# ---- design 1 ----
### Wiring by layer, design 1

Two of the layers only.
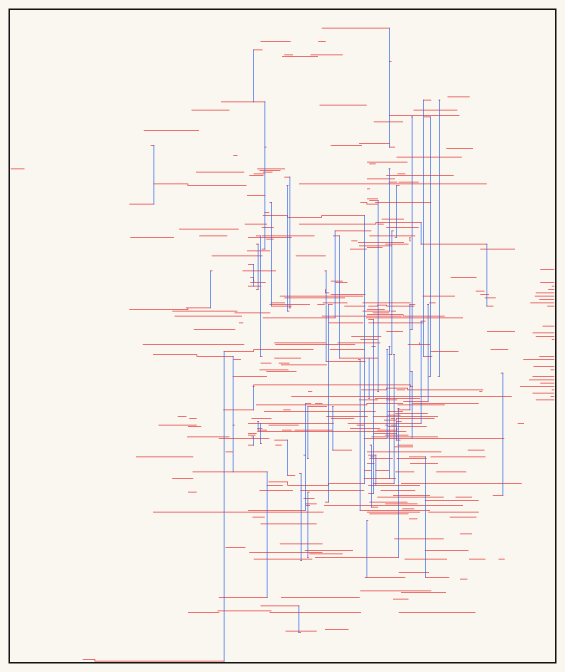

[config.mk]
export PLATFORM = sky130hd
export DESIGN_NAME = router_pkt_packer
export DESIGN_NICKNAME = d
export VERILOG_FILES = /design/src/rtl/router_pkt_packer.sv
export SDC_FILE = /design/constraint.sdc
export NUM_CORES = 1
export LEC_CHECK = 0
export CORE_ASPECT_RATIO = 1.2
export CORE_MARGIN = 2
export CORE_UTILIZATION = 40
export DETAILED_ROUTE_END_ITERATION = 8
export GPL_ROUTABILITY_DRIVEN = 0
export PLACE_DENSITY = 0.62
export REMOVE_ABC_BUFFERS = 1
export SLEW_MARGIN = 10
export SYNTH_ARGS = -nofsm -noshare
export SYNTH_HDL_FRONTEND = slang
export SYNTH_SLANG_ARGS = --single-unit
export TNS_END_PERCENT = 10
[constraint.sdc]
create_clock -name clock -period 5.2 [get_ports clock]
set_input_delay 1.04 -clock clock [delete_from_list [all_inputs] [get_ports clock]]
set_output_delay 1.04 -clock clock [all_outputs]
set_load 0.02 [all_outputs]
[src/rtl/router_pkt_packer.sv]
`default_nettype none
// ============================================================================
// Module   : router_pkt_packer
// Purpose  : Ingress packer in front of the 3-port router. It accepts a
//            command (destination, length) and the payload bytes. It buffers
//            the whole payload, then streams header, payload and parity with
//            no bubbles while obeying the router's busy.
// Ports    : clock, reset          - clock, synchronous active-high reset
//            cmd_valid/ready/addr/len, cmd_err - command handshake, drop pulse
//            pl_valid/ready/data   - payload byte handshake
//            busy                  - router busy, stalls the output stream
//            pkt_data/pkt_valid    - to router data_in / pkt_valid
//            pkt_done              - pulse when the parity byte is consumed
//            inject_err            - only with ROUTER_PKT_PACKER_ERR_INJECT_EN:
//                                    corrupt this packet's parity byte
// Macro    : ROUTER_PKT_PACKER_ERR_INJECT_EN (optional parity error injection)
// Revision : 1.0 - initial release
// ============================================================================
module router_pkt_packer #(
  parameter int IPG   = 1,   // idle cycles after each parity byte, 1..15
  parameter int DEPTH = 64   // payload buffer entries, >= 63
) (
  input  logic       clock,
  input  logic       reset,
`ifdef ROUTER_PKT_PACKER_ERR_INJECT_EN
  input  logic       inject_err,
`endif
  input  logic       cmd_valid,
  output logic       cmd_ready,
  input  logic [1:0] cmd_addr,
  input  logic [5:0] cmd_len,
  output logic       cmd_err,
  input  logic       pl_valid,
  output logic       pl_ready,
  input  logic [7:0] pl_data,
  input  logic       busy,
  output logic [7:0] pkt_data,
  output logic       pkt_valid,
  output logic       pkt_done
);

  localparam int       AW     = $clog2(DEPTH);
  localparam logic [3:0] IPG_M1 = 4'(IPG - 1);

  typedef enum logic [2:0] {
    S_IDLE = 3'd0,
    S_LOAD = 3'd1,
    S_HDR  = 3'd2,
    S_PAY  = 3'd3,
    S_PAR  = 3'd4,
    S_GAP  = 3'd5
  } state_t;

  state_t      state_q, state_d;
  logic [7:0]  hdr_q, hdr_d;
  logic [7:0]  par_q, par_d;
  logic [5:0]  cnt_q, cnt_d;
  logic [3:0]  gap_q, gap_d;
  logic        cmd_ready_q, cmd_ready_d;
  logic        pl_ready_q, pl_ready_d;
  logic        cmd_err_q, cmd_err_d;
  logic [7:0]  pkt_data_q, pkt_data_d;
  logic        pkt_valid_q, pkt_valid_d;
  logic        pkt_done_q, pkt_done_d;
`ifdef ROUTER_PKT_PACKER_ERR_INJECT_EN
  logic        inj_q, inj_d;
`endif

  logic [7:0]  buf_q [DEPTH];
  logic        buf_we;
  logic [AW-1:0] rd_addr;
  logic [7:0]  rd_data;
  logic [5:0]  len_m1;
  logic [7:0]  par_out;

  // Header layout is {len, addr}, so the length lives in the top six bits.
  assign len_m1  = hdr_q[7:2] - 6'd1;

  // The read port looks one byte ahead of the byte currently on pkt_data so
  // the next byte is ready to be registered when the current one is consumed.
  // In HDR the lookahead target is entry 0.
  assign rd_addr = (state_q == S_PAY) ? AW'(cnt_q + 6'd1) : '0;
  assign rd_data = buf_q[rd_addr];

`ifdef ROUTER_PKT_PACKER_ERR_INJECT_EN
  assign par_out = inj_q ? ~par_q : par_q;
`else
  assign par_out = par_q;
`endif

  always_comb begin
    state_d     = state_q;
    hdr_d       = hdr_q;
    par_d       = par_q;
    cnt_d       = cnt_q;
    gap_d       = gap_q;
    cmd_ready_d = cmd_ready_q;
    pl_ready_d  = pl_ready_q;
    cmd_err_d   = 1'b0;
    pkt_done_d  = 1'b0;
    pkt_data_d  = pkt_data_q;   // held while busy stalls the router
    pkt_valid_d = pkt_valid_q;
    buf_we      = 1'b0;
`ifdef ROUTER_PKT_PACKER_ERR_INJECT_EN
    inj_d       = inj_q;
`endif
    unique case (state_q)
      S_IDLE: begin
        cmd_ready_d = 1'b1;
        if (cmd_valid && cmd_ready_q) begin
          if (cmd_len == 6'd0 || cmd_addr == 2'd3) begin
            cmd_err_d = 1'b1;
          end else begin
            hdr_d       = {cmd_len, cmd_addr};
            par_d       = {cmd_len, cmd_addr};
            cnt_d       = 6'd0;
            state_d     = S_LOAD;
            cmd_ready_d = 1'b0;
            pl_ready_d  = 1'b1;
`ifdef ROUTER_PKT_PACKER_ERR_INJECT_EN
            inj_d       = inject_err;
`endif
          end
        end
      end
      S_LOAD: begin
        if (pl_valid && pl_ready_q) begin
          buf_we = 1'b1;
          par_d  = par_q ^ pl_data;
          cnt_d  = cnt_q + 6'd1;
          if (cnt_q == len_m1) begin
            state_d     = S_HDR;
            pl_ready_d  = 1'b0;
            pkt_data_d  = hdr_q;
            pkt_valid_d = 1'b1;
          end
        end
      end
      S_HDR: begin
        if (!busy) begin
          state_d    = S_PAY;
          pkt_data_d = rd_data;
          cnt_d      = 6'd0;
        end
      end
      S_PAY: begin
        if (!busy) begin
          if (cnt_q != len_m1) begin
            pkt_data_d = rd_data;
            cnt_d      = cnt_q + 6'd1;
          end else begin
            state_d     = S_PAR;
            pkt_valid_d = 1'b0;
            pkt_data_d  = par_out;
          end
        end
      end
      S_PAR: begin
        if (!busy) begin
          state_d    = S_GAP;
          pkt_done_d = 1'b1;
          pkt_data_d = 8'h00;
          gap_d      = 4'd0;
        end
      end
      S_GAP: begin
        // Inter-packet gap runs on cycles, not on router consumption.
        if (gap_q == IPG_M1) begin
          state_d     = S_IDLE;
          cmd_ready_d = 1'b1;
`ifdef ROUTER_PKT_PACKER_ERR_INJECT_EN
          inj_d       = 1'b0;
`endif
        end else begin
          gap_d = gap_q + 4'd1;
        end
      end
      default: begin
        state_d = S_IDLE;
      end
    endcase
  end

  always_ff @(posedge clock) begin
    if (reset) begin
      state_q     <= S_IDLE;
      hdr_q       <= 8'h00;
      par_q       <= 8'h00;
      cnt_q       <= 6'd0;
      gap_q       <= 4'd0;
      cmd_ready_q <= 1'b0;
      pl_ready_q  <= 1'b0;
      cmd_err_q   <= 1'b0;
      pkt_data_q  <= 8'h00;
      pkt_valid_q <= 1'b0;
      pkt_done_q  <= 1'b0;
`ifdef ROUTER_PKT_PACKER_ERR_INJECT_EN
      inj_q       <= 1'b0;
`endif
    end else begin
      state_q     <= state_d;
      hdr_q       <= hdr_d;
      par_q       <= par_d;
      cnt_q       <= cnt_d;
      gap_q       <= gap_d;
      cmd_ready_q <= cmd_ready_d;
      pl_ready_q  <= pl_ready_d;
      cmd_err_q   <= cmd_err_d;
      pkt_data_q  <= pkt_data_d;
      pkt_valid_q <= pkt_valid_d;
      pkt_done_q  <= pkt_done_d;
`ifdef ROUTER_PKT_PACKER_ERR_INJECT_EN
      inj_q       <= inj_d;
`endif
    end
  end

  // Payload storage carries no reset; stale contents are never read because
  // the read side only walks entries written for the current packet.
  always_ff @(posedge clock) begin
    if (buf_we) begin
      buf_q[AW'(cnt_q)] <= pl_data;
    end
  end

  assign cmd_ready = cmd_ready_q;
  assign pl_ready  = pl_ready_q;
  assign cmd_err   = cmd_err_q;
  assign pkt_data  = pkt_data_q;
  assign pkt_valid = pkt_valid_q;
  assign pkt_done  = pkt_done_q;

endmodule
`default_nettype wire

# ---- design 2 ----
===== config.mk =====
export PLATFORM = sky130hd
export DESIGN_NAME = vec_reduce_acc
export DESIGN_NICKNAME = d
export VERILOG_FILES = /design/src/rtl/vec_reduce_acc.sv
export SDC_FILE = /design/constraint.sdc
export NUM_CORES = 2
export LEC_CHECK = 0
export ABC_AREA = 1
export CAP_MARGIN = 20
export CORE_ASPECT_RATIO = 1.2
export CORE_MARGIN = 2
export CORE_UTILIZATION = 45
export CTS_BUF_LIST = sky130_fd_sc_hd__clkbuf_8
export DETAILED_ROUTE_END_ITERATION = 10
export SYNTH_ARGS = -nofsm -noshare
export SYNTH_HDL_FRONTEND = slang
export SYNTH_SLANG_ARGS = --single-unit
export TNS_END_PERCENT = 100

===== constraint.sdc =====
create_clock -name clk -period 25.4 [get_ports clk]
set_input_delay 3.81 -clock clk [delete_from_list [all_inputs] [get_ports clk]]
set_output_delay 3.81 -clock clk [all_outputs]
set_load 0.02 [all_outputs]

===== src/rtl/vec_reduce_acc.sv =====
// Streaming lane reduction (sum or signed max) with per-frame accumulation.
// Registered input stage, log2(LANES) registered tree levels, then accumulator/output.

module vr_node #(
  parameter int W = 32
) (
  input  logic         mode,
  input  logic [W-1:0] a,
  input  logic [W-1:0] b,
  output logic [W:0]   y
);
  logic [W:0] sa, sb;
  assign sa = {a[W-1], a};
  assign sb = {b[W-1], b};
  assign y  = mode ? (($signed(a) > $signed(b)) ? sa : sb) : (sa + sb);
endmodule

module vec_reduce_acc #(
  parameter int LANES  = 8,
  parameter int DATA_W = 32,
  parameter int ACC_W  = 48
) (
  input  logic                    clk,
  input  logic                    rst,
  input  logic                    in_valid,
  output logic                    in_ready,
  input  logic [LANES*DATA_W-1:0] in_data,
  input  logic                    in_last,
  input  logic                    in_mode,
  output logic                    out_valid,
  input  logic                    out_ready,
  output logic [ACC_W-1:0]        out_data,
  output logic [15:0]             out_count
);
  localparam int L  = $clog2(LANES);
  localparam int TW = DATA_W + L;

  logic en, accept;
  assign en       = !(out_valid && !out_ready);
  assign in_ready = en;
  assign accept   = in_valid && en;

  // Mode is sampled on a frame's first beat and reused for the rest of it.
  logic in_frame, mode_lat, beat_mode;
  assign beat_mode = in_frame ? mode_lat : in_mode;

  always_ff @(posedge clk or posedge rst) begin
    if (rst) begin
      in_frame <= 1'b0;
      mode_lat <= 1'b0;
    end else if (accept) begin
      in_frame <= !in_last;
      if (!in_frame) mode_lat <= in_mode;
    end
  end

  logic [L:0] vld_pipe, last_pipe, mode_pipe;

  always_ff @(posedge clk or posedge rst) begin
    if (rst) begin
      vld_pipe  <= '0;
      last_pipe <= '0;
      mode_pipe <= '0;
    end else if (en) begin
      vld_pipe  <= {vld_pipe[L-1:0], accept};
      last_pipe <= {last_pipe[L-1:0], in_last};
      mode_pipe <= {mode_pipe[L-1:0], beat_mode};
    end
  end

  // Level k holds LANES>>k values, each DATA_W+k bits wide.
  for (genvar k = 0; k <= L; k++) begin : lvl
    localparam int N = LANES >> k;
    localparam int W = DATA_W + k;
    logic [N-1:0][W-1:0] q;
    if (k == 0) begin : g_in
      always_ff @(posedge clk) if (en) q <= in_data;
    end else begin : g_red
      logic [N-1:0][W-1:0] y;
      for (genvar j = 0; j < N; j++) begin : node
        vr_node #(.W(W-1)) u_node (
          .mode (mode_pipe[k-1]),
          .a    (lvl[k-1].q[2*j]),
          .b    (lvl[k-1].q[2*j+1]),
          .y    (y[j])
        );
      end
      always_ff @(posedge clk) if (en) q <= y;
    end
  end

  logic [TW-1:0]    t;
  logic [ACC_W-1:0] t_ext, acc, acc_nxt;
  logic [15:0]      cnt, cnt_nxt;
  logic             acc_busy;

  assign t     = lvl[L].q[0];
  assign t_ext = ACC_W'($signed(t));

  always_comb begin
    acc_nxt = t_ext;
    cnt_nxt = 16'd1;
    if (acc_busy) begin
      if (mode_pipe[L]) acc_nxt = ($signed(t_ext) > $signed(acc)) ? t_ext : acc;
      else              acc_nxt = acc + t_ext;
      cnt_nxt = (cnt == 16'hFFFF) ? cnt : cnt + 16'd1;
    end
  end

  // With en high, any held result is being consumed, so out_valid only
  // survives the edge if a new result lands on it.
  always_ff @(posedge clk or posedge rst) begin
    if (rst) begin
      acc_busy  <= 1'b0;
      acc       <= '0;
      cnt       <= '0;
      out_valid <= 1'b0;
      out_data  <= '0;
      out_count <= '0;
    end else if (en) begin
      out_valid <= vld_pipe[L] && last_pipe[L];
      if (vld_pipe[L]) begin
        acc      <= acc_nxt;
        cnt      <= cnt_nxt;
        acc_busy <= !last_pipe[L];
        if (last_pipe[L]) begin
          out_data  <= acc_nxt;
          out_count <= cnt_nxt;
        end
      end
    end
  end
endmodule

### Pin placement, design 2

Pins as bars across the die edge, other pins in grey.
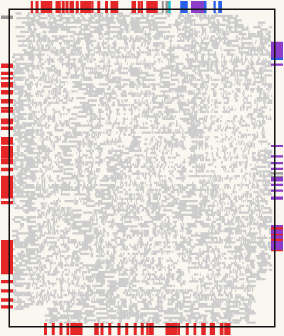
- in_data: red (pins 256; direction input; edge 104 left, 74 bottom, 69 top, 9 right)
- out_count: blue (pins 16; direction output; edge 14 top, 2 right)
- out_data: purple (pins 48; direction output; edge 37 right, 11 top)
- in_last: cyan (pins 1; direction input; edge top)
- all pins by edge: 106 left, 98 top, 74 bottom, 50 right

==> impl_metrics.toml, design 2 <==
# physical design summary
[logic_synthesis]
ys_area_sq_um = 51730
synth_cells = 6996
synthDistinctLibCells = 55
synth_top_cell_by_area = "edfxtp_1"
synth_nets = 7818

[grt]
grt_pass1_vias = 46100

[final_timing]
rsz0062_at_grt = "no"
tightest_slew_ns = 1.100
final_hold_viol_count = 0
drv_slew = 0
fmax_mhz = 103.1
timing.final.crit_share = 0.3818

[outcome]
status = "complete, no violations"

[final_layout]
dominant_cells = "multi-input combinational cells"
post-route-util = 0.5142

[power]
p_seq_w = 0.00211

[setup_path]
cp_data_arrival_time_ns = 5.89
cp_max_fo = 80

[placement]
post-place-ws_ns = 15.75

[drt]
dr_wl_met2_microns = 79970
design 2: kinds of logic (layout without fill, tap and decap cells):
family / count (synthesis) / in the layout
adders and majority gates: 560 / 560
xor gates and xnor gates: 19 / 19
buffers and inverters: 1289 / 1687
DFF: 635 / 635
other: 0 / 2
and+or+nand+nor: 3119 / 3119
AOI/OAI and AO/OA: 1374 / 1374
design 2: worst max-delay path: stages:
cell and delay, ns:
clkdlybuf4s50_1 0.59, nor2_2 0.07, buf_4 0.21, inv_8 0.36, clkdlybuf4s50_1 0.72
### Track usage over the die, design 1

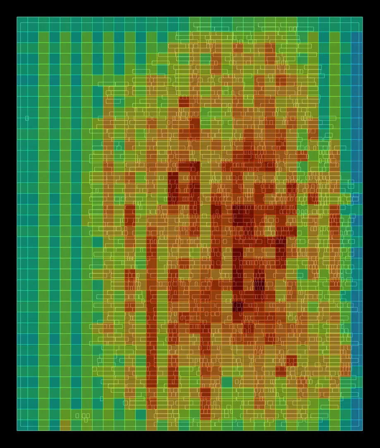
GR Util met3: 0.03137
post-layout util: 0.4567
GRT met1 Usage: 0.2756
Overall Global Routing Usage: 0.2052
grt met2 use: 0.3351

About 'Wiring by layer' of design 1:
- metal 4: blue (wire length 2440 microns)
- metal 3: red (wire length 4380 microns)

==> impl_metrics.toml, design 1 <==
# physical design summary
[logic_synthesis]
synth-main-ff-cell = "edfxtp_1"
logic_family = "AND-OR/OR-AND gates"

[power]
internal_power_w = 0.007051
totalPowerFinal_w = 0.008893
seqPwrFrac = 0.550
p_seq_w = 0.00489

[setup_path]
worstSetupEndpoint = "pkt_data[4]"
cp_max_fo = 29
critPathSlowestCell = "nor2_4"

[cts]
post_cts_resized = 0
cts.path.max_buffers = 3

[floorplanning]
die_h_microns = 264.8
rows = 95

[outcome]
status = "complete, no violations"

[final_timing]
final_hold_viol_count = 0
fin_ws_ns = 1.080

[final_layout]
final_common_cell = "edfxtp_1"
mostFrequentLayoutCells = "edfxtp_1, nor2_1, nand2_1"

[worst_hold_path]
hold_path_class = "reg2reg"

[drt]
detail-route-antenna-nets = 0
-- design 1: synthesized netlist by cell type, drive strengths merged, types with 9 or more instances --
library cell	n
nor3b	11
a221oi	43
a22o	17
o21ai	39
a211oi	27
or3	13
mux2	9
a31oi	34
o211ai	10
mux4	33
o22ai	12
nor2	142
nor3	20
mux2i	44
clkbuf	68
nand2	136
a311oi	9
and3	27
edfxtp	512
a22oi	33
a21oi	71
buf	35
nand3	44
dfxtp	42

## Gallery

Where the registers sit.
Other sequential cells in the stronger grey, the rest of the logic in the fainter grey.
Plate I
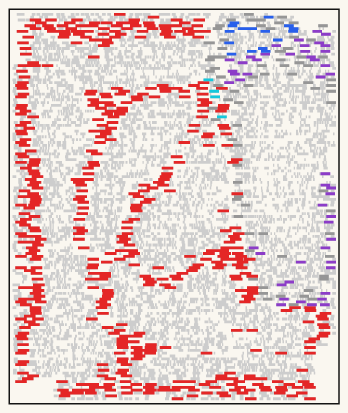
Plate II
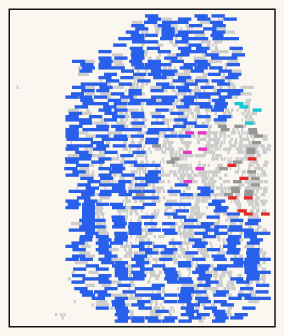
Plate II -> design 1
Plate I -> design 2

Key to Plate II:
- cnt_q: magenta (placed flops 6)
- gap_q: cyan (placed flops 4)
- par_out: red (placed flops 8; where right middle)
- buf_q: blue (placed flops 512)
- not coloured: 24



==> screenshots <==
Signal wires on met3.
shot_01.png
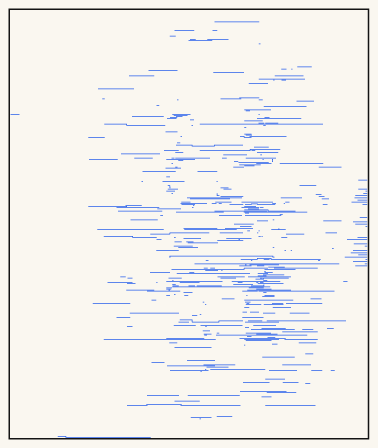
shot_02.png
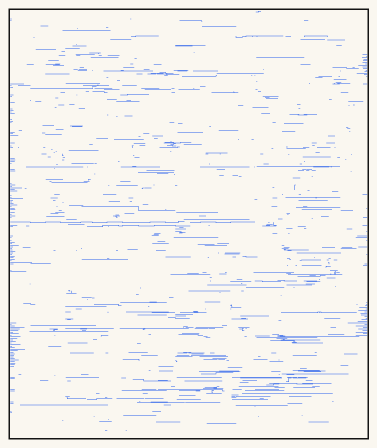
shot_02.png is design 2.
shot_01.png is design 1.

